######## packed_sat_alu ########
==> packed_sat_alu/final_congestion.png <==
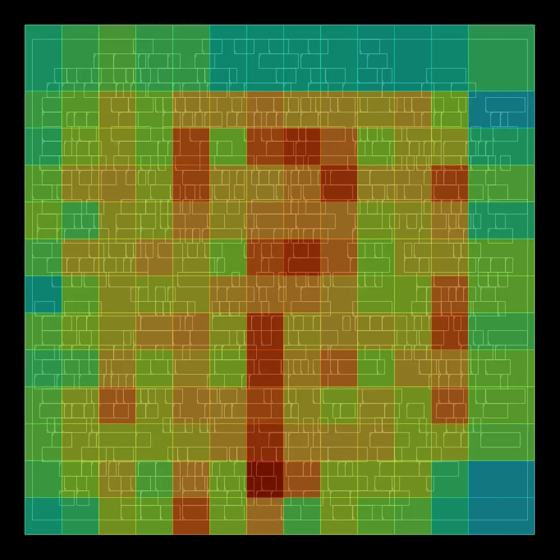

`src/rtl/packed_sat_alu.sv`:
```
// Packed signed-lane ALU: saturating add/sub and wrapping add in one cycle,
// or a lane-serial horizontal sum of A, with results held behind valid/ready.
module packed_sat_alu #(
    parameter int LANE_W = 4,
    parameter int LANES  = 4,
    parameter int W      = LANE_W * LANES
) (
    input  logic             clk,
    input  logic             rst,
    input  logic             in_valid,
    output logic             in_ready,
    input  logic [1:0]       op,
    input  logic [W-1:0]     A,
    input  logic [W-1:0]     B,
    output logic             out_valid,
    input  logic             out_ready,
    output logic [W-1:0]     out,
    output logic [LANES-1:0] sat
);

    localparam logic [1:0] OP_ADDS = 2'b00;
    localparam logic [1:0] OP_SUBS = 2'b01;
    localparam logic [1:0] OP_PADD = 2'b10;
    localparam logic [1:0] OP_RED  = 2'b11;

    localparam int CNT_W = (LANES > 1) ? $clog2(LANES) : 1;
    localparam logic [CNT_W-1:0] LAST_CNT = CNT_W'(LANES - 1);

    localparam logic [LANE_W-1:0] LANE_MAX = {1'b0, {(LANE_W-1){1'b1}}};
    localparam logic [LANE_W-1:0] LANE_MIN = {1'b1, {(LANE_W-1){1'b0}}};

    typedef enum logic [1:0] {
        S_IDLE = 2'd0,
        S_RED  = 2'd1,
        S_HOLD = 2'd2
    } state_t;

    state_t            state_q, state_d;
    logic [W-1:0]      out_q, out_d;
    logic [LANES-1:0]  sat_q, sat_d;
    logic [W-1:0]      red_a_q, red_a_d;
    logic [W-1:0]      acc_q, acc_d;
    logic [CNT_W-1:0]  cnt_q, cnt_d;

    logic [W-1:0]      ew_res;
    logic [LANES-1:0]  ew_sat;
    logic              accept;
    logic [LANE_W-1:0] lane_cur;
    logic [W-1:0]      lane_ext;
    logic [W-1:0]      red_sum;

    // Each lane is computed one bit wider so the true sign is available for
    // overflow detection; nothing propagates into the neighbouring lane.
    for (genvar gi = 0; gi < LANES; gi++) begin : g_lane
        logic [LANE_W-1:0] a_l;
        logic [LANE_W-1:0] b_l;
        logic [LANE_W-1:0] res_l;
        logic [LANE_W:0]   sum_x;
        logic [LANE_W:0]   diff_x;
        logic [LANE_W:0]   pick_x;
        logic              ovf;

        assign a_l    = A[gi*LANE_W +: LANE_W];
        assign b_l    = B[gi*LANE_W +: LANE_W];
        assign sum_x  = {a_l[LANE_W-1], a_l} + {b_l[LANE_W-1], b_l};
        assign diff_x = {a_l[LANE_W-1], a_l} - {b_l[LANE_W-1], b_l};

        always_comb begin
            pick_x = (op == OP_SUBS) ? diff_x : sum_x;
            ovf    = pick_x[LANE_W] ^ pick_x[LANE_W-1];
            res_l  = pick_x[LANE_W-1:0];
            if (ovf && (op != OP_PADD)) begin
                res_l = pick_x[LANE_W] ? LANE_MIN : LANE_MAX;
            end
        end

        assign ew_res[gi*LANE_W +: LANE_W] = res_l;
        assign ew_sat[gi]                  = ovf;
    end

    assign in_ready  = (state_q == S_IDLE) || ((state_q == S_HOLD) && out_ready);
    assign out_valid = (state_q == S_HOLD);
    assign out       = out_q;
    assign sat       = sat_q;
    assign accept    = in_valid && in_ready;

    // The latched operand shifts down one lane per cycle, so the lane being
    // summed is always the bottom one.
    assign lane_cur = red_a_q[LANE_W-1:0];
    assign lane_ext = {{(W-LANE_W){lane_cur[LANE_W-1]}}, lane_cur};
    assign red_sum  = acc_q + lane_ext;

    always_comb begin
        state_d = state_q;
        out_d   = out_q;
        sat_d   = sat_q;
        red_a_d = red_a_q;
        acc_d   = acc_q;
        cnt_d   = cnt_q;
        case (state_q)
            S_IDLE, S_HOLD: begin
                if (accept) begin
                    if (op == OP_RED) begin
                        red_a_d = A;
                        acc_d   = '0;
                        cnt_d   = '0;
                        state_d = S_RED;
                    end else begin
                        out_d   = ew_res;
                        sat_d   = ew_sat;
                        state_d = S_HOLD;
                    end
                end else if ((state_q == S_HOLD) && out_ready) begin
                    state_d = S_IDLE;
                end
            end
            S_RED: begin
                acc_d   = red_sum;
                red_a_d = red_a_q >> LANE_W;
                cnt_d   = cnt_q + 1'b1;
                if (cnt_q == LAST_CNT) begin
                    out_d   = red_sum;
                    sat_d   = '0;
                    state_d = S_HOLD;
                end
            end
            default: begin
                state_d = S_IDLE;
            end
        endcase
    end

    always_ff @(posedge clk) begin
        if (rst) begin
            state_q <= S_IDLE;
            out_q   <= '0;
            sat_q   <= '0;
            red_a_q <= '0;
            acc_q   <= '0;
            cnt_q   <= '0;
        end else begin
            state_q <= state_d;
            out_q   <= out_d;
            sat_q   <= sat_d;
            red_a_q <= red_a_d;
            acc_q   <= acc_d;
            cnt_q   <= cnt_d;
        end
    end

endmodule

```
`config.mk`:
```
export PLATFORM = sky130hd
export DESIGN_NAME = packed_sat_alu
export DESIGN_NICKNAME = d
export VERILOG_FILES = /design/src/rtl/packed_sat_alu.sv
export SDC_FILE = /design/constraint.sdc
export NUM_CORES = 1
export LEC_CHECK = 0
export CAP_MARGIN = 20
export CORE_UTILIZATION = 50
export DETAILED_ROUTE_END_ITERATION = 6
export PLACE_DENSITY = 0.71
export SETUP_SLACK_MARGIN = 0.05
export SYNTH_ARGS = -nofsm -noshare
export SYNTH_HDL_FRONTEND = slang
export SYNTH_SLANG_ARGS = --single-unit
export TNS_END_PERCENT = 50
```
`constraint.sdc`:
```
create_clock -name clk -period 5.59 [get_ports clk]
set_input_delay 1.677 -clock clk [delete_from_list [all_inputs] [get_ports clk]]
set_output_delay 1.677 -clock clk [all_outputs]
set_load 0.1 [all_outputs]
```
######## ecg_sample_buffer ########
--- src/rtl/ecg_sample_buffer.sv ---
// ECG sample FIFO with fixed-rate pacing and sticky overflow/underrun flags.
// Optional build macro ECG_BUF_DROP_CNT_EN adds a saturating dropped-sample counter.
module ecg_sample_buffer #(
  parameter int DW         = 11,
  parameter int DEPTH      = 16,
  parameter int SAMPLE_DIV = 277778
) (
  input  logic                       clk,
  input  logic                       rst_n,
  input  logic                       in_valid,
  input  logic [DW-1:0]              in_data,
  input  logic                       en,
  input  logic                       flush,
  output logic                       out_valid,
  output logic [DW-1:0]              out_data,
  input  logic                       out_ready,
  output logic                       fifo_e,
  output logic                       fifo_f,
  output logic [$clog2(DEPTH):0]     level,
  output logic                       ovf,
`ifdef ECG_BUF_DROP_CNT_EN
  output logic [7:0]                 drop_cnt,
`endif
  output logic                       udr
);

  localparam int AW = $clog2(DEPTH);
  localparam int LW = AW + 1;
  localparam int CW = $clog2(SAMPLE_DIV);
  localparam logic [CW-1:0] CNT_MAX = CW'(SAMPLE_DIV - 1);
  localparam logic [LW-1:0] LVL_FULL = LW'(DEPTH);

  logic [DW-1:0] mem [DEPTH];
  logic [AW-1:0] wptr_r, rptr_r;
  logic [LW-1:0] level_r, level_nxt_s;
  logic [CW-1:0] cnt_r, cnt_nxt_s;
  logic [DW-1:0] out_data_r;
  logic          out_valid_r, ovf_r, udr_r, fifo_e_r, fifo_f_r;
  logic          tick_s, wr_s, pop_s, drop_s;

  // Full/empty come from the registered level, so a write on full is dropped even with a same-cycle pop.
  assign tick_s = en && (cnt_r == CNT_MAX);
  assign wr_s   = in_valid && !fifo_f_r;
  assign drop_s = in_valid && fifo_f_r;
  assign pop_s  = tick_s && !out_valid_r && !fifo_e_r;

  // Next-state for occupancy and pacing counter.
  always_comb begin
    level_nxt_s = level_r;
    cnt_nxt_s   = cnt_r;
    case ({wr_s, pop_s})
      2'b10:   level_nxt_s = level_r + LW'(1);
      2'b01:   level_nxt_s = level_r - LW'(1);
      default: level_nxt_s = level_r;
    endcase
    if (!en) begin
      cnt_nxt_s = {CW{1'b0}};
    end else if (tick_s) begin
      cnt_nxt_s = {CW{1'b0}};
    end else begin
      cnt_nxt_s = cnt_r + CW'(1);
    end
  end

  // Sample storage; contents are don't-care after reset or flush.
  always_ff @(posedge clk) begin
    if (wr_s && !flush) begin
      mem[wptr_r] <= in_data;
    end
  end

  // Control state; flush outranks every other update but leaves out_data alone.
  always_ff @(posedge clk or negedge rst_n) begin
    if (!rst_n) begin
      wptr_r      <= {AW{1'b0}};
      rptr_r      <= {AW{1'b0}};
      level_r     <= {LW{1'b0}};
      cnt_r       <= {CW{1'b0}};
      out_valid_r <= 1'b0;
      out_data_r  <= {DW{1'b0}};
      ovf_r       <= 1'b0;
      udr_r       <= 1'b0;
      fifo_e_r    <= 1'b1;
      fifo_f_r    <= 1'b0;
    end else if (flush) begin
      wptr_r      <= {AW{1'b0}};
      rptr_r      <= {AW{1'b0}};
      level_r     <= {LW{1'b0}};
      cnt_r       <= {CW{1'b0}};
      out_valid_r <= 1'b0;
      ovf_r       <= 1'b0;
      udr_r       <= 1'b0;
      fifo_e_r    <= 1'b1;
      fifo_f_r    <= 1'b0;
    end else begin
      level_r  <= level_nxt_s;
      cnt_r    <= cnt_nxt_s;
      fifo_e_r <= (level_nxt_s == {LW{1'b0}});
      fifo_f_r <= (level_nxt_s == LVL_FULL);
      if (wr_s) begin
        wptr_r <= wptr_r + AW'(1);
      end
      if (drop_s) begin
        ovf_r <= 1'b1;
      end
      if (tick_s && !out_valid_r && fifo_e_r) begin
        udr_r <= 1'b1;
      end
      if (pop_s) begin
        out_data_r  <= mem[rptr_r];
        out_valid_r <= 1'b1;
        rptr_r      <= rptr_r + AW'(1);
      end else if (out_valid_r && out_ready) begin
        out_valid_r <= 1'b0;
      end
    end
  end

`ifdef ECG_BUF_DROP_CNT_EN
  logic [7:0] drop_cnt_r;

  // Saturating count of samples lost to a full FIFO.
  always_ff @(posedge clk or negedge rst_n) begin
    if (!rst_n) begin
      drop_cnt_r <= 8'h00;
    end else if (flush) begin
      drop_cnt_r <= 8'h00;
    end else if (drop_s && (drop_cnt_r != 8'hFF)) begin
      drop_cnt_r <= drop_cnt_r + 8'h01;
    end
  end

  assign drop_cnt = drop_cnt_r;
`endif

  assign out_valid = out_valid_r;
  assign out_data  = out_data_r;
  assign fifo_e    = fifo_e_r;
  assign fifo_f    = fifo_f_r;
  assign level     = level_r;
  assign ovf       = ovf_r;
  assign udr       = udr_r;

endmodule

--- config.mk ---
export PLATFORM = sky130hd
export DESIGN_NAME = ecg_sample_buffer
export DESIGN_NICKNAME = d
export VERILOG_FILES = /design/src/rtl/ecg_sample_buffer.sv
export SDC_FILE = /design/constraint.sdc
export NUM_CORES = 1
export LEC_CHECK = 0
export ABC_AREA = 1
export CAP_MARGIN = 5
export CORE_ASPECT_RATIO = 1.4
export CORE_MARGIN = 2
export CORE_UTILIZATION = 60
export DETAILED_ROUTE_END_ITERATION = 10
export PLACE_DENSITY_LB_ADDON = 0.2
export SLEW_MARGIN = 20
export SYNTH_ARGS = -nofsm -noshare
export SYNTH_HDL_FRONTEND = slang
export SYNTH_SLANG_ARGS = --single-unit
export TNS_END_PERCENT = 10
--- constraint.sdc ---
create_clock -name clk -period 2.85 [get_ports clk]
set_clock_uncertainty 0.2 [all_clocks]
set_input_delay 0.285 -clock clk [delete_from_list [all_inputs] [get_ports clk]]
set_output_delay 0.285 -clock clk [all_outputs]
set_load 0.01 [all_outputs]
######## if_stage ########
[src/rtl/if_stage.sv]
// Instruction fetch stage: issues PCs on the instruction bus, tracks
// outstanding requests and buffers returned instructions for decode.
module if_stage #(
  parameter int DEPTH = 2
) (
  input  logic        clk,
  input  logic        resetn,
  input  logic        pc_valid,
  input  logic [31:0] pc,
  output logic        pc_ready,
  input  logic        flush,
  output logic        inst_req,
  output logic [31:0] inst_addr,
  input  logic        inst_addr_ok,
  input  logic        inst_data_ok,
  input  logic [31:0] inst_rdata,
  output logic        id_valid,
  output logic [31:0] id_pc,
  output logic [31:0] id_inst,
  output logic        id_adel,
  input  logic        id_ready
);

  localparam int PW = (DEPTH > 1) ? $clog2(DEPTH) : 1;
  localparam int CW = $clog2(DEPTH + 1);

  typedef logic [PW-1:0] ptr_t;
  typedef logic [CW-1:0] cnt_t;

  function automatic ptr_t nxt(input ptr_t p);
    if (int'(p) == DEPTH - 1) return '0;
    return p + ptr_t'(1);
  endfunction

  logic [31:0]      q_pc [DEPTH];
  logic [DEPTH-1:0] q_dis;
  ptr_t             q_hd, q_tl;
  cnt_t             q_cnt;

  logic [31:0]      f_pc   [DEPTH];
  logic [31:0]      f_inst [DEPTH];
  logic [DEPTH-1:0] f_adel;
  ptr_t             f_hd, f_tl;
  cnt_t             f_cnt;

  logic        aligned, pop, credit;
  logic        mis_acc, q_push, rsp, keep, f_push;
  logic [CW:0] occ, lim;
  logic [31:0] f_wpc, f_winst;

  // A decode pop this cycle frees a slot for a new fetch in the same cycle
  always_comb begin
    aligned  = (pc[1:0] == 2'b00);
    pop      = id_valid & id_ready;
    occ      = {1'b0, q_cnt} + {1'b0, f_cnt};
    lim      = (CW+1)'(DEPTH) + {{CW{1'b0}}, pop};
    credit   = occ < lim;
    inst_req = resetn & pc_valid & aligned & credit & ~flush;
    mis_acc  = resetn & pc_valid & ~aligned & (q_cnt == '0)
             & credit & ~flush;
    q_push   = inst_req & inst_addr_ok;
    pc_ready = q_push | mis_acc;
    rsp      = inst_data_ok & (q_cnt != '0);
    keep     = rsp & ~q_dis[q_hd] & ~flush;
    f_push   = keep | mis_acc;
    f_wpc    = keep ? q_pc[q_hd] : pc;
    f_winst  = keep ? inst_rdata : 32'h0;
  end

  assign inst_addr = pc;
  assign id_valid  = (f_cnt != '0);
  assign id_pc     = id_valid ? f_pc[f_hd]   : 32'h0;
  assign id_inst   = id_valid ? f_inst[f_hd] : 32'h0;
  assign id_adel   = id_valid & f_adel[f_hd];

  always_ff @(posedge clk) begin
    if (!resetn) begin
      q_hd  <= '0;
      q_tl  <= '0;
      q_cnt <= '0;
      q_dis <= '0;
      f_hd  <= '0;
      f_tl  <= '0;
      f_cnt <= '0;
    end else begin
      if (q_push) begin
        q_dis[q_tl] <= 1'b0;
        q_tl        <= nxt(q_tl);
      end
      if (rsp) q_hd <= nxt(q_hd);
      q_cnt <= q_cnt + cnt_t'(q_push) - cnt_t'(rsp);
      // Outstanding requests stay counted so late data is absorbed
      if (flush) q_dis <= '1;
      if (flush) begin
        f_hd  <= '0;
        f_tl  <= '0;
        f_cnt <= '0;
      end else begin
        if (f_push) f_tl <= nxt(f_tl);
        if (pop)    f_hd <= nxt(f_hd);
        f_cnt <= f_cnt + cnt_t'(f_push) - cnt_t'(pop);
      end
    end
  end

  always_ff @(posedge clk) begin
    if (q_push) q_pc[q_tl] <= pc;
    if (f_push && !flush) begin
      f_pc[f_tl]   <= f_wpc;
      f_inst[f_tl] <= f_winst;
      f_adel[f_tl] <= ~keep;
    end
  end

endmodule

[config.mk]
export PLATFORM = sky130hd
export DESIGN_NAME = if_stage
export DESIGN_NICKNAME = d
export VERILOG_FILES = /design/src/rtl/if_stage.sv
export SDC_FILE = /design/constraint.sdc
export NUM_CORES = 1
export LEC_CHECK = 0
export CORE_MARGIN = 2
export CORE_UTILIZATION = 42
export CTS_BUF_LIST = sky130_fd_sc_hd__clkbuf_16
export CTS_CLUSTER_DIAMETER = 50
export DETAILED_ROUTE_END_ITERATION = 10
export PLACE_DENSITY = 0.63
export SLEW_MARGIN = 25
export SYNTH_ARGS = -nofsm -noshare
export SYNTH_HDL_FRONTEND = slang
export SYNTH_SLANG_ARGS = --single-unit
[constraint.sdc]
create_clock -name clk -period 11.6 [get_ports clk]
set_clock_uncertainty 0.2 [all_clocks]
set_input_delay 2.32 -clock clk [delete_from_list [all_inputs] [get_ports clk]]
set_output_delay 2.32 -clock clk [all_outputs]
set_load 0.005 [all_outputs]
######## cm0_pmu_cdc_req_tx ########
<file path="src/rtl/cm0_pmu_cdc_pkg.sv">
// ---------------------------------------------------------------------------
// cm0_pmu_cdc_pkg
// Shared definitions for the PMU request-side clock-domain crossing.
// Holds the handshake FSM state type and the default parameter values
// used by cm0_pmu_cdc_req_tx and cm0_pmu_cdc_sync_bit.
// No ports (package).
// ---------------------------------------------------------------------------
package cm0_pmu_cdc_pkg;

  // Four-phase handshake progress seen from the sending side
  typedef enum logic [1:0] {
    ST_IDLE    = 2'd0,
    ST_REQ     = 2'd1,
    ST_RELEASE = 2'd2
  } cdc_state_e;

  localparam int CDC_DEFAULT_DATA_WIDTH  = 8;
  localparam int CDC_DEFAULT_SYNC_STAGES = 2;
  localparam int CDC_DEFAULT_TIMEOUT     = 1024;

endpackage

</file>
<file path="src/rtl/cm0_pmu_cdc_sync_bit.sv">
// ---------------------------------------------------------------------------
// cm0_pmu_cdc_sync_bit
// Single-bit level synchroniser: a STAGES-deep flop chain clocked by SYNCCLK.
// Kept as its own module so it can be swapped for a library synchroniser cell.
// Ports:
//   SYNCCLK  in   destination clock
//   SYNCRST  in   synchronous active-high reset, clears every stage to 0
//   d        in   asynchronous input level
//   q        out  synchronised level (last stage of the chain)
// ---------------------------------------------------------------------------
module cm0_pmu_cdc_sync_bit
  import cm0_pmu_cdc_pkg::*;
#(
  parameter int STAGES = CDC_DEFAULT_SYNC_STAGES
) (
  input  logic SYNCCLK,
  input  logic SYNCRST,
  input  logic d,
  output logic q
);

  logic [STAGES-1:0] chain;

  always_ff @(posedge SYNCCLK) begin
    if (SYNCRST) begin
      chain <= '0;
    end else begin
      chain <= {chain[STAGES-2:0], d};
    end
  end

  assign q = chain[STAGES-1];

endmodule

</file>
<file path="src/rtl/cm0_pmu_cdc_req_tx.sv">
// ---------------------------------------------------------------------------
// cm0_pmu_cdc_req_tx
// Sending side of a four-phase request/acknowledge crossing. A local
// valid/ready transfer is latched into CDCDATA and announced by raising
// CDCREQ; the remote acknowledge is synchronised, CDCREQ is dropped once it
// is seen high, and DONE pulses once it is seen low again. A stall counter
// flags STALLED (sticky until DONE or reset) when a phase lasts too long,
// without ever aborting the handshake.
// Ports:
//   SYNCCLK   in   sole clock
//   SYNCRST   in   synchronous active-high reset
//   REQVALID  in   local request to send REQDATA
//   REQDATA   in   payload, captured on acceptance
//   REQREADY  out  block can accept (combinational from registered state)
//   CDCREQ    out  registered request level to remote domain
//   CDCDATA   out  registered payload to remote domain
//   CDCACK    in   asynchronous acknowledge level from remote domain
//   DONE      out  one-cycle pulse on handshake completion
//   STALLED   out  sticky timeout flag
// ---------------------------------------------------------------------------
module cm0_pmu_cdc_req_tx
  import cm0_pmu_cdc_pkg::*;
#(
  parameter int DATA_WIDTH     = CDC_DEFAULT_DATA_WIDTH,
  parameter int SYNC_STAGES    = CDC_DEFAULT_SYNC_STAGES,
  parameter int TIMEOUT_CYCLES = CDC_DEFAULT_TIMEOUT
) (
  input  logic                  SYNCCLK,
  input  logic                  SYNCRST,
  input  logic                  REQVALID,
  input  logic [DATA_WIDTH-1:0] REQDATA,
  output logic                  REQREADY,
  output logic                  CDCREQ,
  output logic [DATA_WIDTH-1:0] CDCDATA,
  input  logic                  CDCACK,
  output logic                  DONE,
  output logic                  STALLED
);

  localparam int CNT_W    = $clog2(TIMEOUT_CYCLES + 1);
  localparam int SETTLE_W = $clog2(SYNC_STAGES + 1);
  localparam logic [CNT_W-1:0]    CNT_MAX    = CNT_W'(TIMEOUT_CYCLES);
  localparam logic [CNT_W-1:0]    CNT_LAST   = CNT_W'(TIMEOUT_CYCLES - 1);
  localparam logic [SETTLE_W-1:0] SETTLE_MAX = SETTLE_W'(SYNC_STAGES);

  cdc_state_e state, state_nxt;

  logic                  ack_s;
  logic                  accept;
  logic                  finish;
  logic                  moving;
  logic                  cdc_req_q;
  logic [DATA_WIDTH-1:0] cdc_data_q;
  logic                  done_q;
  logic                  stalled_q;
  logic [CNT_W-1:0]      stall_cnt;
  logic [SETTLE_W-1:0]   settle_cnt;

  cm0_pmu_cdc_sync_bit #(
    .STAGES (SYNC_STAGES)
  ) u_ack_sync (
    .SYNCCLK (SYNCCLK),
    .SYNCRST (SYNCRST),
    .d       (CDCACK),
    .q       (ack_s)
  );

  // Reset flushes the synchroniser to 0, which would hide a remote ack that
  // is still high. Readiness is therefore held off until the chain has been
  // refilled with real samples, so the remote side always finishes its
  // four-phase cycle before a new request can start.
  always_ff @(posedge SYNCCLK) begin
    if (SYNCRST) begin
      settle_cnt <= '0;
    end else if (settle_cnt != SETTLE_MAX) begin
      settle_cnt <= settle_cnt + SETTLE_W'(1);
    end
  end

  always_ff @(posedge SYNCCLK) begin
    if (SYNCRST) begin
      state <= ST_IDLE;
    end else begin
      state <= state_nxt;
    end
  end

  always_comb begin
    state_nxt = state;
    REQREADY  = (state == ST_IDLE) && !ack_s && (settle_cnt == SETTLE_MAX);
    accept    = REQVALID && REQREADY;
    finish    = 1'b0;
    case (state)
      ST_IDLE: begin
        if (accept) state_nxt = ST_REQ;
      end
      ST_REQ: begin
        if (ack_s) state_nxt = ST_RELEASE;
      end
      ST_RELEASE: begin
        if (!ack_s) begin
          state_nxt = ST_IDLE;
          finish    = 1'b1;
        end
      end
      default: state_nxt = ST_IDLE;
    endcase
    moving = (state_nxt != state);
  end

  // Registered outputs. The stall counter restarts on every transition and
  // STALLED is set on the edge where the count arrives at the timeout.
  always_ff @(posedge SYNCCLK) begin
    if (SYNCRST) begin
      cdc_req_q  <= 1'b0;
      cdc_data_q <= '0;
      done_q     <= 1'b0;
      stalled_q  <= 1'b0;
      stall_cnt  <= '0;
    end else begin
      cdc_req_q <= (state_nxt == ST_REQ);
      done_q    <= finish;
      if (accept) begin
        cdc_data_q <= REQDATA;
      end
      if (moving) begin
        stall_cnt <= '0;
      end else if (state != ST_IDLE && stall_cnt != CNT_MAX) begin
        stall_cnt <= stall_cnt + CNT_W'(1);
      end
      if (finish) begin
        stalled_q <= 1'b0;
      end else if (!moving && state != ST_IDLE && stall_cnt == CNT_LAST) begin
        stalled_q <= 1'b1;
      end
    end
  end

  assign CDCREQ  = cdc_req_q;
  assign CDCDATA = cdc_data_q;
  assign DONE    = done_q;
  assign STALLED = stalled_q;

`ifdef ARM_ASSERT_ON
  cdcack_xcheck: assert property (@(posedge SYNCCLK) disable iff (SYNCRST) !$isunknown(CDCACK));
`endif

endmodule
</file>
<file path="config.mk">
export PLATFORM = sky130hd
export DESIGN_NAME = cm0_pmu_cdc_req_tx
export DESIGN_NICKNAME = d
export VERILOG_FILES = /design/src/rtl/cm0_pmu_cdc_pkg.sv /design/src/rtl/cm0_pmu_cdc_sync_bit.sv /design/src/rtl/cm0_pmu_cdc_req_tx.sv
export SDC_FILE = /design/constraint.sdc
export NUM_CORES = 1
export LEC_CHECK = 0
export CORE_MARGIN = 1
export CORE_UTILIZATION = 56
export CTS_BUF_LIST = sky130_fd_sc_hd__clkbuf_4
export CTS_CLUSTER_SIZE = 24
export DETAILED_ROUTE_END_ITERATION = 8
export PLACE_DENSITY_LB_ADDON = 0.15
export SYNTH_ARGS = -nofsm -noshare
export SYNTH_HDL_FRONTEND = slang
export SYNTH_SLANG_ARGS = --single-unit
</file>
<file path="constraint.sdc">
create_clock -name SYNCCLK -period 3 [get_ports SYNCCLK]
set_clock_uncertainty 0.1 [all_clocks]
set_input_delay 0.75 -clock SYNCCLK [delete_from_list [all_inputs] [get_ports SYNCCLK]]
set_output_delay 0.75 -clock SYNCCLK [all_outputs]
set_load 0.01 [all_outputs]
</file>

==> gallery <==
Routing congestion.
picture 1
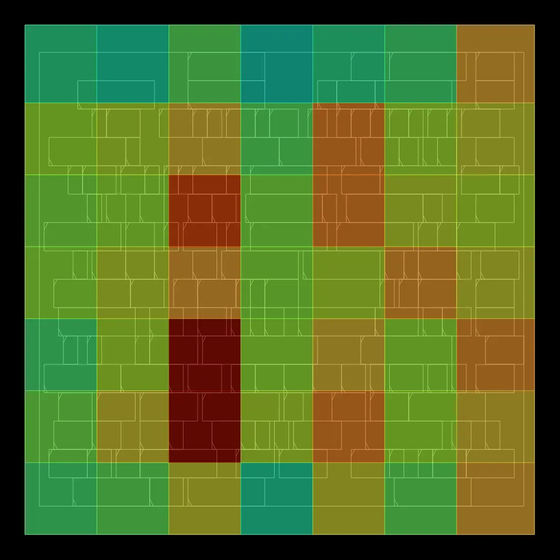
picture 2
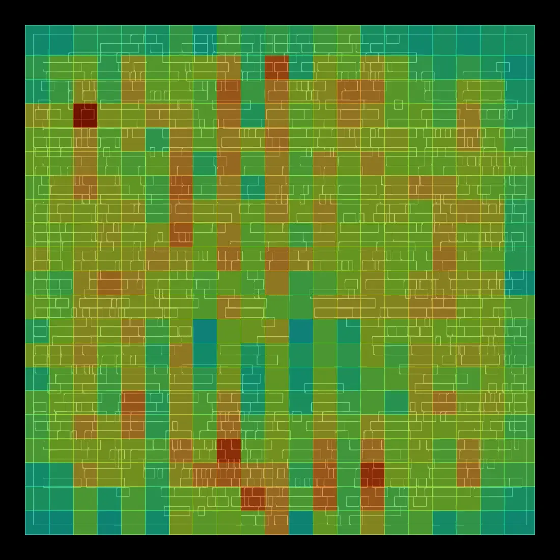
picture 3
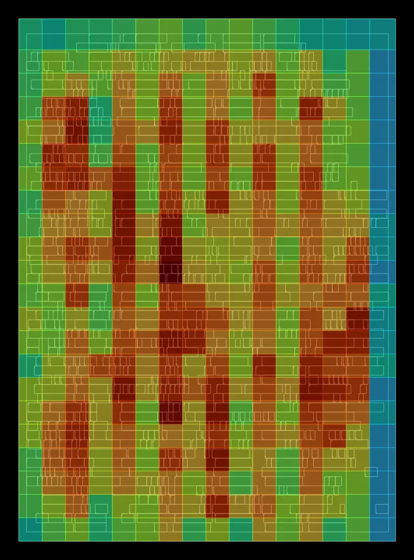
- lowest utilization: picture 2
picture 2: if_stage
picture 1: cm0_pmu_cdc_req_tx
picture 3: ecg_sample_buffer

==> packed_sat_alu/pdn.png <==
Bar = 20 um. Pins as bars on the die edge. Tap cells in grey.
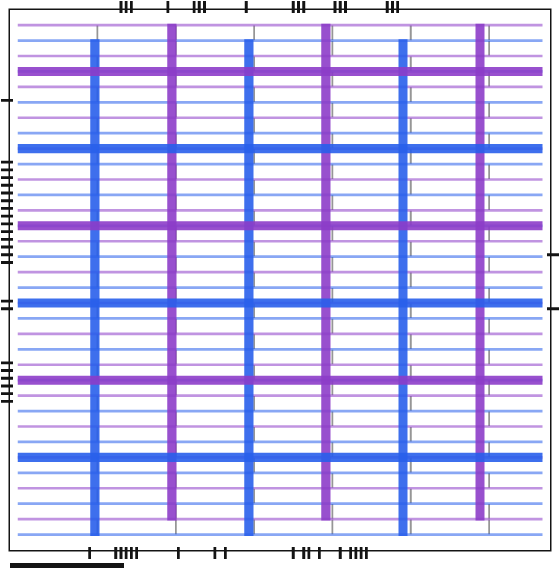
[purple] VDD
[blue] VSS
met4 straps: 6
rows: 33

About packed_sat_alu/final_congestion.png:
final core utilization: 61.6%
met2 Resource Use GR: 42.7%

==> impl_metrics.ini, packed_sat_alu <==
; flow metrics
[status]
status = complete, no violations

[critical_path]
cp.required_ps = 5770
critPathLaunchType = primary input
rrSetupSlack_ps = 2730

[synthesis]
synth-edff-count = 0
syn_area_um2 = 4340
syn_inst = 561

[route]
ant_nets = 0
drt_iter0_markers = 279

[power_and_ir_drop]
p_per_area_nw_per_um2 = 254
p_sw_share_pct = 41.4

[cells_and_area]
num_antenna_cells = 0

[timing]
finalCritPeriodShare_pct = 81.6

[floorplanning]
rows = 33
dieArea_um2 = 9050

[hold_path]
whs_endpoint = acc_q[13]$_SDFFE_PP0P_

[clock_tree]
cts.sinks = 56
cts-buffers-inserted = 5
htree_levels = 2
[packed_sat_alu: flip-flops by register name (all words and copies together), names as in the netlist]
signal,cells
state_q,2
out,16
cnt_q,2
red_a_q,16
sat,4
acc_q,16
[packed_sat_alu: layout make-up]
| type | instances | area [um^2] |
|---|---|---|
| Fill cell | 753 | 3190 |
| Multi-Input combinational cell | 450 | 3010 |
| Sequential cell | 56 | 1120 |
| Timing Repair Buffer | 66 | 641 |
| Tap cell | 105 | 131 |
| Inverter | 26 | 97.6 |
| Clock buffer | 5 | 68.8 |
| Clock inverter | 3 | 42.5 |
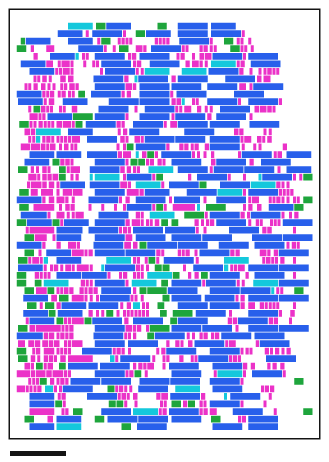
(ecg_sample_buffer/cell_classes.png)
Bar = 20 um.
[blue] flip-flops | cells: 224 | share of their area: 59%
[green] other buffers and delay cells | cells: 88 | share of their area: 7.5%
[magenta] all other logic | cells: 638 | share of their area: 28%
[cyan] clock drivers and dummy loads | cells: 37 | share of their area: 5.4%

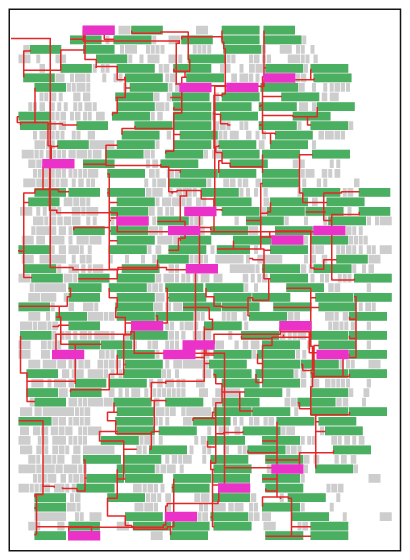
(ecg_sample_buffer/clock_map.png)
[green] flip-flops | count: 224
[red] clock wires | length: 2350 um
[magenta] cells driving clock nets | count: 21
routed clock nets: 22
flops lie: all over the die

==> impl_metrics.ini, ecg_sample_buffer <==
; flow metrics
[global_routing]
grt_overflow = 0

[synthesis]
ys_cells = 897
synth_top_area_share_pct = 54.8
area_leaders = edfxtp_1 55%, dfrtp_1 12%, nand2_1 7.7%
ys_sh_simple_pct = 18.8
top_area_cell = edfxtp_1
syn-num-nets = 924
synthXorXnorAreaFrac_pct = 1.09

[cells_and_area]
num_antenna_cells = 0
combGateArea_um2 = 2850
seq_area_um2 = 6490
ff_count = 224

[floorplanning]
dieArea_um2 = 17100
tap_cells = 196

[clock_tree]
htree_levels = 1
ctsResizeCount = 4
clk_pin_slew_ps = 60

[critical_path]
crit_chain = inv_2 -> ha_4 -> nand4_1 -> nor3_1 -> nand3_1 -> nor2_4 -> ha_4 -> nand2_2 -> inv_2 -> nor2_4 -> ha_4 -> inv_4 -> nand2_4 -> inv_2 -> nand2_2 -> nand3_2 -> nand2_1 -> nor2_1 -> nand3_1 -> o21bai_1
rrSetupSlack_ps = 110

[route]
ant_nets = 0
post_drt_wl_per_cell_um = 19.5

[power_and_ir_drop]
clkPwrFrac_pct = 39.7
total_power_mw = 6.28
p_comb_mw = 0.214

[status]
status = complete, no violations
-- ecg_sample_buffer: sequential cells by signal, summed over array words and instances (netlist names) --
name and flops:
udr 1, level 5, fifo_f 1, wptr_r 4
rptr_r 4, out_data 11, cnt_r 19, out_valid 1
ovf 1, fifo_e 1, mem 176
-- ecg_sample_buffer: per-layer routing --
metal	part of all wire (%)	up-vias	GRT usage, %
met3	6.5	68	3.31
met1	37	3278	32.6
li1	-	3189	-
met2	53	321	48.7
met4	4.1	0	11.5
met5	0	-	0
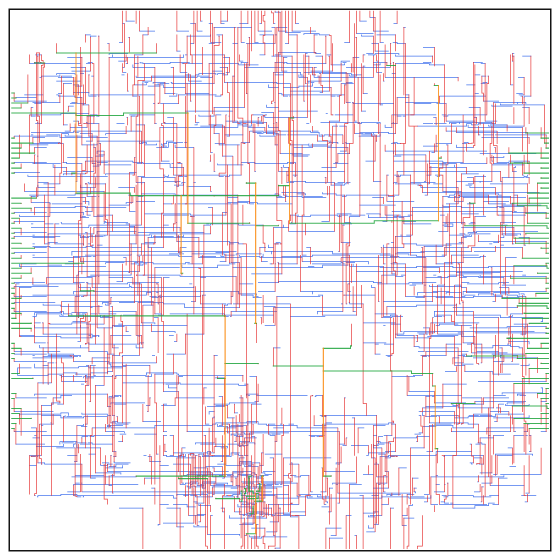
(if_stage/metal_stack.png)
[red] met2 | wire length: 8250 um
[blue] met1 | wire length: 7890 um
[orange] met4 | wire length: 305 um
[green] met3 | wire length: 881 um

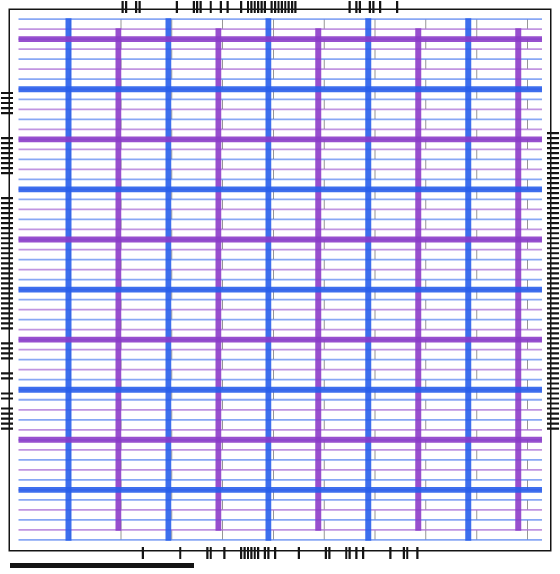
(if_stage/pdn.png)
Bar = 50 um. Pins as bars on the die edge. Tap cells in grey.
[purple] VDD
[blue] VSS
rows: 52
signal pins: 171
met4 straps: 10
met5 straps: 10

==> impl_metrics.ini, if_stage <==
; flow metrics
[status]
status = complete, no violations

[critical_path]
cp-end-kind = primary output
r2r_start = q_cnt[0]$_SDFF_PN0_
critPathLaunchType = primary input
cp.required_ps = 9080
regToRegEndpoint = f_inst[1][16]$_DFFE_PP_
rrSetupSlack_ps = 7560

[synthesis]
ys_area_um2 = 8550
ys_sh_simple_pct = 8.65
syn_area_um2 = 8550
syn_inst = 585

[floorplanning]
die_h_um = 147
die_w_um = 147
initCoreUtil_pct = 42.5

[global_routing]
met2_usage_pct = 27.5
grt_max_degree = 99

[route]
vias = 4962
routed_wl_um = 17300
ant_nets = 0
post_drt_wl_per_cell_um = 17.1
highest_layer = met4

[cells_and_area]
num-multi-input-gates = 314
ff_count = 206
final_area_um2 = 11100

[timing]
hold_viol_final = 0
drv_slew = 0

[placed_design]
placedCellCount = 972

[power_and_ir_drop]
p_per_area_nw_per_um2 = 170

[clock_tree]
clock_path_buffers = 3
==> if_stage: tightest hold or removal path, cell delays in order (launching register included) <==
cell and delay (ps):
dfxtp_1 330, nand2_1 60, o21ai_0 70
==> if_stage: power groups by stage <==
stage / sequential (mW) / combinational [mW] / clock [mW]
2_1_floorplan: 0.910 / 0.176 / 0
5_1_grt: 0.935 / 0.294 / 0.743
3_3_place_gp: 0.942 / 0.266 / 0
4_1_cts: 0.930 / 0.271 / 0.706
6_report: 0.928 / 0.266 / 0.687
3_5_place_dp: 0.946 / 0.269 / 0
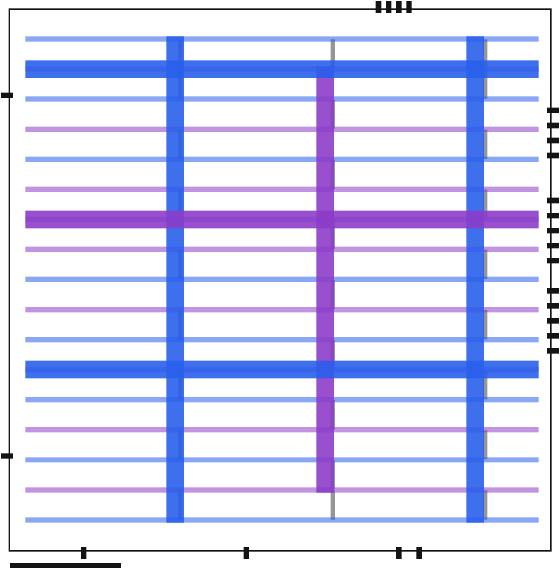
(cm0_pmu_cdc_req_tx/pdn.png)
Bar = 10 um. Pins as bars on the die edge. Tap cells in grey.
[blue] VSS
[purple] VDD
rows: 16
met1 rails: 17
tap cells: 27
signal pins: 24
met4 straps: 3

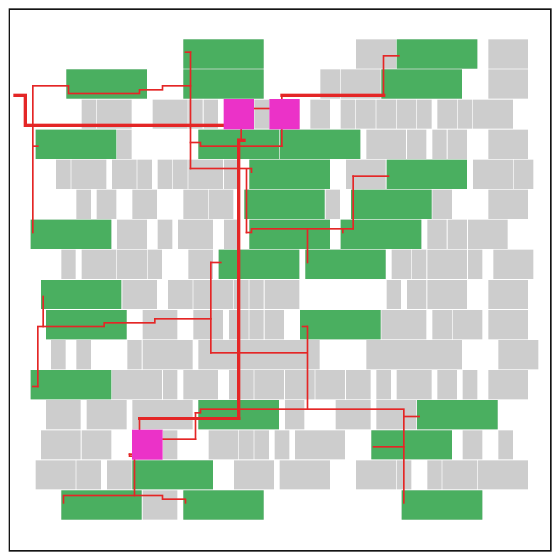
(cm0_pmu_cdc_req_tx/clock_map.png)
[green] flip-flops | count: 28
[magenta] cells driving clock nets | count: 3
[red] clock wires | length: 272 um
routed clock nets: 4

==> impl_metrics.ini, cm0_pmu_cdc_req_tx <==
; flow metrics
[timing]
setup_viol = 0
rsz0062_at_grt = no
hold_viol_final = 0
relSlewSlack_pct = 63.3

[synthesis]
ys_top_logic_family = simple AND/OR/NAND/NOR gates

[critical_path]
crit_arrival_ps = 1800
critPathKind = register to primary output
cp.required_ps = 2150

[cells_and_area]
final_cell_mix = 28 x dfxtp_1, 23 x clkdlybuf4s50_1, 20 x nor2_1, 13 x nand2_1, 10 x a21oi_1
num-multi-input-gates = 95
largest_class = multi-input combinational cells
n_clock_buffer = 3

[status]
status = complete, no violations

[clock_tree]
clock_path_buffers = 2
cts.sinks = 28

[power_and_ir_drop]
p_per_area_nw_per_um2 = 585

[route]
drc_errors = 0

[global_routing]
met2_usage_pct = 39.1
-- cm0_pmu_cdc_req_tx: registers in the layout, summed over array words and instances (netlist names) --
signal            cells
u_ack_sync.chain      2
DONE                  1
stall_cnt            11
state                 2
STALLED               1
CDCREQ                1
CDCDATA               8
settle_cnt            2
-- cm0_pmu_cdc_req_tx: cells by family after synthesis --
group,count (synthesis)
AOI/OAI and AO/OA,21
xor gates and xnor gates,11
adders and majority gates,3
buffers and inverters,12
DFF,28
muxes,1
and+or+nand+nor,59

######## lm32_wb_arbiter ########
**config.mk**
```make
export PLATFORM = sky130hd
export DESIGN_NAME = lm32_wb_arbiter
export DESIGN_NICKNAME = d
export VERILOG_FILES = /design/src/rtl/lm32_wb_arb_pkg.sv /design/src/rtl/lm32_rr_picker.sv /design/src/rtl/lm32_wb_arbiter.sv
export SDC_FILE = /design/constraint.sdc
export NUM_CORES = 1
export LEC_CHECK = 0
export ABC_AREA = 1
export CAP_MARGIN = 10
export CELL_PAD_IN_SITES_DETAIL_PLACEMENT = 1
export CELL_PAD_IN_SITES_GLOBAL_PLACEMENT = 1
export CORE_AREA = 3 3 118 120
export DETAILED_ROUTE_END_ITERATION = 10
export DIE_AREA = 0 0 121 123
export DONT_BUFFER_PORTS = 1
export GPL_ROUTABILITY_DRIVEN = 1
export GPL_TIMING_DRIVEN = 0
export PLACE_DENSITY_LB_ADDON = 0.1
export SETUP_SLACK_MARGIN = 0.2
export SYNTH_ARGS = -nofsm -noshare
export SYNTH_HDL_FRONTEND = slang
export SYNTH_SLANG_ARGS = --single-unit
```
**constraint.sdc**
```tcl
create_clock -name clk_i -period 1.88 [get_ports clk_i]
set_clock_uncertainty 0.2 [all_clocks]
set_input_delay 0.188 -clock clk_i [delete_from_list [all_inputs] [get_ports clk_i]]
set_output_delay 0.188 -clock clk_i [all_outputs]
set_load 0.02 [all_outputs]
```
**src/rtl/lm32_wb_arb_pkg.sv**
```systemverilog
// Shared definitions for the LM32 Wishbone arbiter: cycle/burst type codes,
// arbiter state encoding and a constant-safe ceil(log2) helper.
package lm32_wb_arb_pkg;

  localparam logic [2:0] CTI_CLASSIC = 3'b000;
  localparam logic [2:0] CTI_CONST   = 3'b001;
  localparam logic [2:0] CTI_INCR    = 3'b010;
  localparam logic [2:0] CTI_END     = 3'b111;

  localparam logic [1:0] BTE_LINEAR  = 2'b00;
  localparam logic [1:0] BTE_WRAP4   = 2'b01;
  localparam logic [1:0] BTE_WRAP8   = 2'b10;
  localparam logic [1:0] BTE_WRAP16  = 2'b11;

  typedef enum logic [1:0] {
    ARB_IDLE    = 2'd0,
    ARB_GRANTED = 2'd1,
    ARB_ABORT   = 2'd2
  } arb_state_t;

  // Smallest r with 2**r >= value; clog2(1) = 0.
  function automatic int clog2(input int value);
    int r;
    r = 0;
    for (int i = 0; i < 31; i++) begin
      if ((1 << i) < value) r = i + 1;
    end
    return r;
  endfunction

endpackage

```
**src/rtl/lm32_rr_picker.sv**
```systemverilog
// Combinational request picker: fixed priority (lowest index) or round-robin
// starting just after the previous winner. Produces a one-hot winner.
module lm32_rr_picker
  import lm32_wb_arb_pkg::*;
#(
  parameter int NUM_MASTERS = 2,
  parameter int RR_MODE     = 0,
  parameter int IDX_W       = 1
) (
  input  logic [NUM_MASTERS-1:0] req,
  input  logic [IDX_W-1:0]       last_grant,
  output logic [NUM_MASTERS-1:0] winner
);

  logic             found;
  logic [IDX_W-1:0] sel;

  // NOTE: every variable written here gets a default first, so no latch can be inferred.
  always_comb begin
    winner = '0;
    found  = 1'b0;
    sel    = '0;
    for (int i = 0; i < NUM_MASTERS; i++) begin
      if (RR_MODE != 0) sel = IDX_W'((int'(last_grant) + 1 + i) % NUM_MASTERS);
      else              sel = IDX_W'(i);
      if (!found && req[sel]) begin
        winner[sel] = 1'b1;
        found       = 1'b1;
      end
    end
  end

endmodule

```
**src/rtl/lm32_wb_arbiter.sv**
```systemverilog
// N-master to 1-slave Wishbone arbiter for LM32: holds the grant for a whole
// Wishbone cycle and aborts hung slave cycles with ERR via a watchdog.
module lm32_wb_arbiter
  import lm32_wb_arb_pkg::*;
#(
  parameter int NUM_MASTERS = 2,
  parameter int ADDR_WIDTH  = 32,
  parameter int DATA_WIDTH  = 32,
  parameter int RR_MODE     = 0,
  parameter int TIMEOUT     = 255
) (
  input  logic                              clk_i,
  input  logic                              rst_i,
  input  logic [NUM_MASTERS*ADDR_WIDTH-1:0] M_ADR_I,
  input  logic [NUM_MASTERS*DATA_WIDTH-1:0] M_DAT_I,
  input  logic [NUM_MASTERS*(DATA_WIDTH/8)-1:0] M_SEL_I,
  input  logic [NUM_MASTERS-1:0]            M_WE_I,
  input  logic [NUM_MASTERS-1:0]            M_CYC_I,
  input  logic [NUM_MASTERS-1:0]            M_STB_I,
  input  logic [NUM_MASTERS-1:0]            M_LOCK_I,
  input  logic [NUM_MASTERS*3-1:0]          M_CTI_I,
  input  logic [NUM_MASTERS*2-1:0]          M_BTE_I,
  output logic [DATA_WIDTH-1:0]             M_DAT_O,
  output logic [NUM_MASTERS-1:0]            M_ACK_O,
  output logic [NUM_MASTERS-1:0]            M_ERR_O,
  output logic [NUM_MASTERS-1:0]            M_RTY_O,
  output logic [ADDR_WIDTH-1:0]             S_ADR_O,
  output logic [DATA_WIDTH-1:0]             S_DAT_O,
  output logic [DATA_WIDTH/8-1:0]           S_SEL_O,
  output logic                              S_WE_O,
  output logic                              S_CYC_O,
  output logic                              S_STB_O,
  output logic [2:0]                        S_CTI_O,
  output logic                              S_LOCK_O,
  output logic [1:0]                        S_BTE_O,
  input  logic [DATA_WIDTH-1:0]             S_DAT_I,
  input  logic                              S_ACK_I,
  input  logic                              S_ERR_I,
  input  logic                              S_RTY_I,
  output logic [NUM_MASTERS-1:0]            grant_o
);

  localparam int SEL_WIDTH = DATA_WIDTH / 8;
  localparam int IDX_W     = (clog2(NUM_MASTERS) > 0) ? clog2(NUM_MASTERS) : 1;
  localparam int CNT_W     = (TIMEOUT > 0) ? clog2(TIMEOUT + 1) : 1;
  localparam int TO_LAST   = (TIMEOUT > 0) ? TIMEOUT - 1 : 0;
  localparam int TO_MAX    = (TIMEOUT > 0) ? TIMEOUT : 0;

  arb_state_t             state_q, state_d;
  logic [NUM_MASTERS-1:0] grant_q, grant_d;
  logic [IDX_W-1:0]       last_grant_q, last_grant_d;
  logic [CNT_W-1:0]       wd_cnt_q, wd_cnt_d;

  logic [NUM_MASTERS-1:0] winner;
  logic [IDX_W-1:0]       winner_idx;
  logic                   cyc_g;
  logic                   stb_g;
  logic                   slave_term;
  logic                   bus_live;
  logic                   wd_expire;

  lm32_rr_picker #(
    .NUM_MASTERS (NUM_MASTERS),
    .RR_MODE     (RR_MODE),
    .IDX_W       (IDX_W)
  ) u_picker (
    .req        (M_CYC_I),
    .last_grant (last_grant_q),
    .winner     (winner)
  );

  always_comb begin
    winner_idx = '0;
    for (int k = 0; k < NUM_MASTERS; k++) begin
      if (winner[k]) winner_idx = IDX_W'(k);
    end
  end

  // Slave bus mirrors the granted master; all zero when nobody holds the grant.
  always_comb begin
    S_ADR_O  = '0;
    S_DAT_O  = '0;
    S_SEL_O  = '0;
    S_WE_O   = 1'b0;
    S_CTI_O  = '0;
    S_LOCK_O = 1'b0;
    S_BTE_O  = '0;
    cyc_g    = 1'b0;
    stb_g    = 1'b0;
    for (int k = 0; k < NUM_MASTERS; k++) begin
      if (grant_q[k]) begin
        S_ADR_O  = M_ADR_I[k*ADDR_WIDTH +: ADDR_WIDTH];
        S_DAT_O  = M_DAT_I[k*DATA_WIDTH +: DATA_WIDTH];
        S_SEL_O  = M_SEL_I[k*SEL_WIDTH +: SEL_WIDTH];
        S_WE_O   = M_WE_I[k];
        S_CTI_O  = M_CTI_I[k*3 +: 3];
        S_LOCK_O = M_LOCK_I[k];
        S_BTE_O  = M_BTE_I[k*2 +: 2];
        cyc_g    = M_CYC_I[k];
        stb_g    = M_STB_I[k];
      end
    end
    // An aborted cycle is hidden from the slave until the master gives up.
    S_CYC_O = cyc_g && (state_q == ARB_GRANTED);
    S_STB_O = stb_g && (state_q == ARB_GRANTED);
  end

  assign slave_term = S_ACK_I | S_ERR_I | S_RTY_I;
  // Terminations are suppressed while reset is asserted so a dropped cycle never completes.
  assign bus_live   = (state_q == ARB_GRANTED) && !rst_i;
  assign wd_expire  = (TIMEOUT > 0) && (state_q == ARB_GRANTED) && S_STB_O &&
                      !slave_term && (wd_cnt_q == CNT_W'(TO_LAST));

  assign M_DAT_O = S_DAT_I;
  assign M_ACK_O = grant_q & {NUM_MASTERS{bus_live & S_ACK_I}};
  assign M_ERR_O = grant_q & {NUM_MASTERS{bus_live & (S_ERR_I | wd_expire)}};
  assign M_RTY_O = grant_q & {NUM_MASTERS{bus_live & S_RTY_I}};
  assign grant_o = grant_q;

  always_comb begin
    state_d      = state_q;
    grant_d      = grant_q;
    last_grant_d = last_grant_q;
    wd_cnt_d     = '0;
    case (state_q)
      ARB_IDLE: begin
        if (|M_CYC_I) begin
          state_d      = ARB_GRANTED;
          grant_d      = winner;
          last_grant_d = winner_idx;
        end
      end
      ARB_GRANTED: begin
        if (!cyc_g) begin
          state_d = ARB_IDLE;
          grant_d = '0;
        end else if (wd_expire) begin
          state_d = ARB_ABORT;
        end else if ((TIMEOUT > 0) && S_STB_O && !slave_term &&
                     (wd_cnt_q != CNT_W'(TO_MAX))) begin
          wd_cnt_d = wd_cnt_q + CNT_W'(1);
        end
      end
      ARB_ABORT: begin
        if (!cyc_g) begin
          state_d = ARB_IDLE;
          grant_d = '0;
        end
      end
      default: begin
        state_d = ARB_IDLE;
        grant_d = '0;
      end
    endcase
  end

  // NOTE: registers use non-blocking assignments so every flop samples pre-edge values.
  always_ff @(posedge clk_i) begin
    if (rst_i) begin
      state_q      <= ARB_IDLE;
      grant_q      <= '0;
      last_grant_q <= IDX_W'(NUM_MASTERS - 1);
      wd_cnt_q     <= '0;
    end else begin
      state_q      <= state_d;
      grant_q      <= grant_d;
      last_grant_q <= last_grant_d;
      wd_cnt_q     <= wd_cnt_d;
    end
  end

endmodule

```
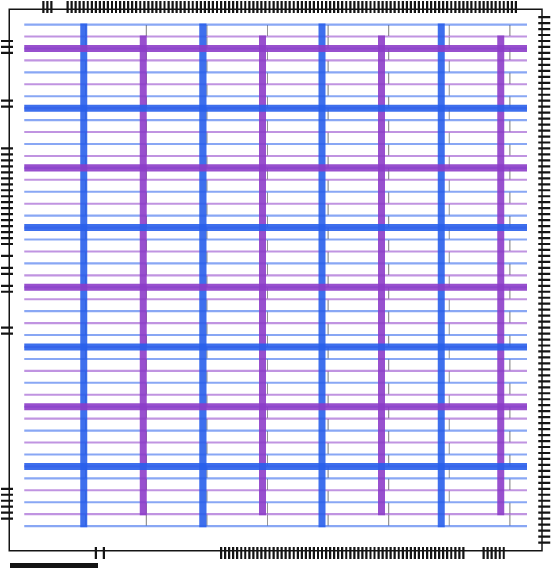
(lm32_wb_arbiter/pdn.png)
Bar = 20 um. Pins as bars on the die edge. Tap cells in grey.
[blue] VSS
[purple] VDD
met4 straps: 8
met5 straps: 8
tap cells: 176
met1 rails: 43

==> impl_metrics.ini <==
; flow metrics
[placed_design]
placedCellCount = 565

[synthesis]
top_area_cell = nand2_1
ys_top_logic_family = simple AND/OR/NAND/NOR gates
avgSynthCellArea_um2 = 5.33

[timing]
hold_ws_ps = -26.2
setup_viol = 1
fin_setup_tns_ps = -13.4
worst_slack_ps = -13.4
hold_viol_final = 8

[status]
status = complete, but fails checks
violations = hold timing, setup timing

[cells_and_area]
n_clock_buffer = 4
nNonClkBuffers = 83

[route]
highest_layer = met4

[global_routing]
grtUsageMet3_pct = 2.74

[floorplanning]
die_h_um = 123
die_w_um = 121
tap_cells = 176

[power_and_ir_drop]
p_per_area_nw_per_um2 = 506

[critical_path]
regToRegEndpoint = state_q[0]$_SDFFE_PP0P_
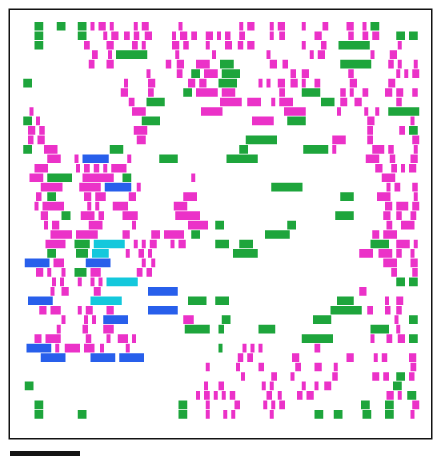
(lm32_wb_arbiter/cell_classes.png)
Bar = 20 um.
[blue] flip-flops | cells: 12 | share of their area: 7.6%
[cyan] clock drivers and dummy loads | cells: 4 | share of their area: 2.7%
[magenta] all other logic | cells: 319 | share of their area: 60%
[green] other buffers and delay cells | cells: 83 | share of their area: 30%

[worst min-delay path, cell delays in order]
cell	delay (ps)
nor3_4	20
nand3_4	120
nor2_2	40
[report_power, final]
part | switching (mW) | total (mW) | leakage (nW) | internal (mW)
combinational | 0.664 | 1.06 | 1.40 | 0.397
clock | 0.116 | 0.437 | 0.0442 | 0.322
sequential | 0.0156 | 0.281 | 0.0994 | 0.265
[state kept, by name (all words and copies together), names as in the netlist]
| signal | cells |
|---|---|
| grant_o | 2 |
| state_q | 2 |
| wd_cnt_q | 8 |


==> screenshots <==
Metal layers overlaid.
(a)
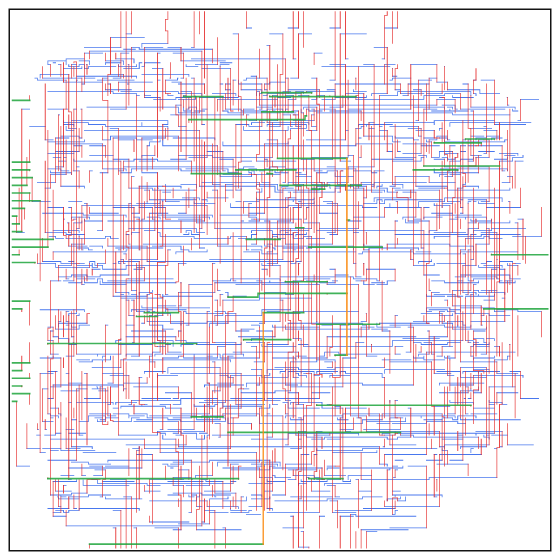
(b)
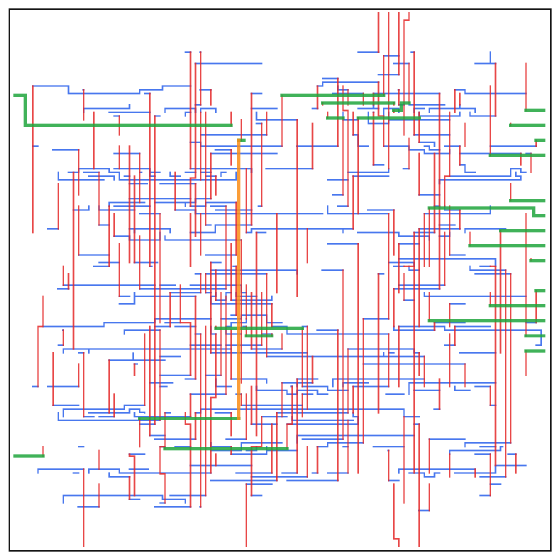
(c)
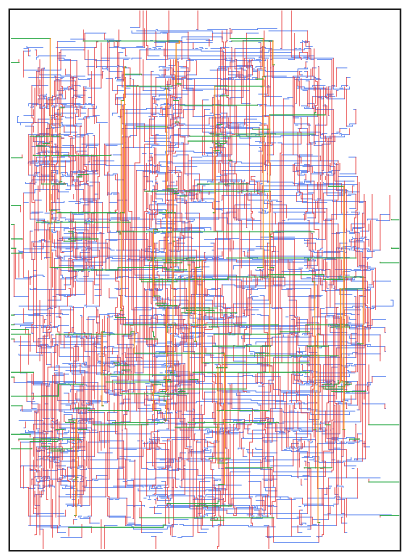
(d)
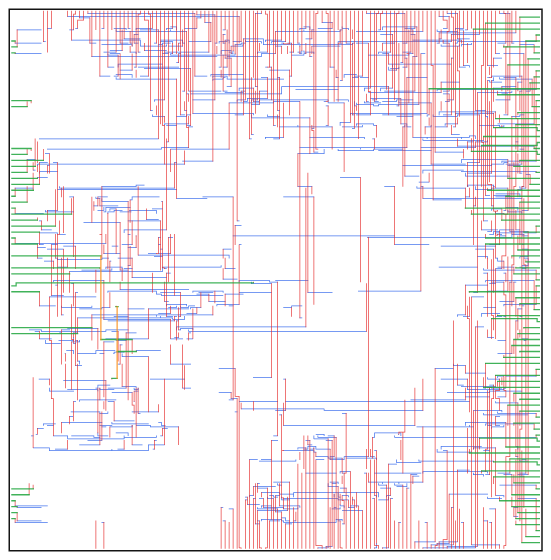
Of these, least wire: (b)
| picture | from |
|---|---|
| (c) | ecg_sample_buffer |
| (d) | lm32_wb_arbiter |
| (a) | packed_sat_alu |
| (b) | cm0_pmu_cdc_req_tx |

Key to (b):
[green] met3 | wire length: 135 um
[red] met2 | wire length: 1140 um
[blue] met1 | wire length: 989 um
[orange] met4 | wire length: 25.2 um

Power is estimated from default activity; no workload was simulated.
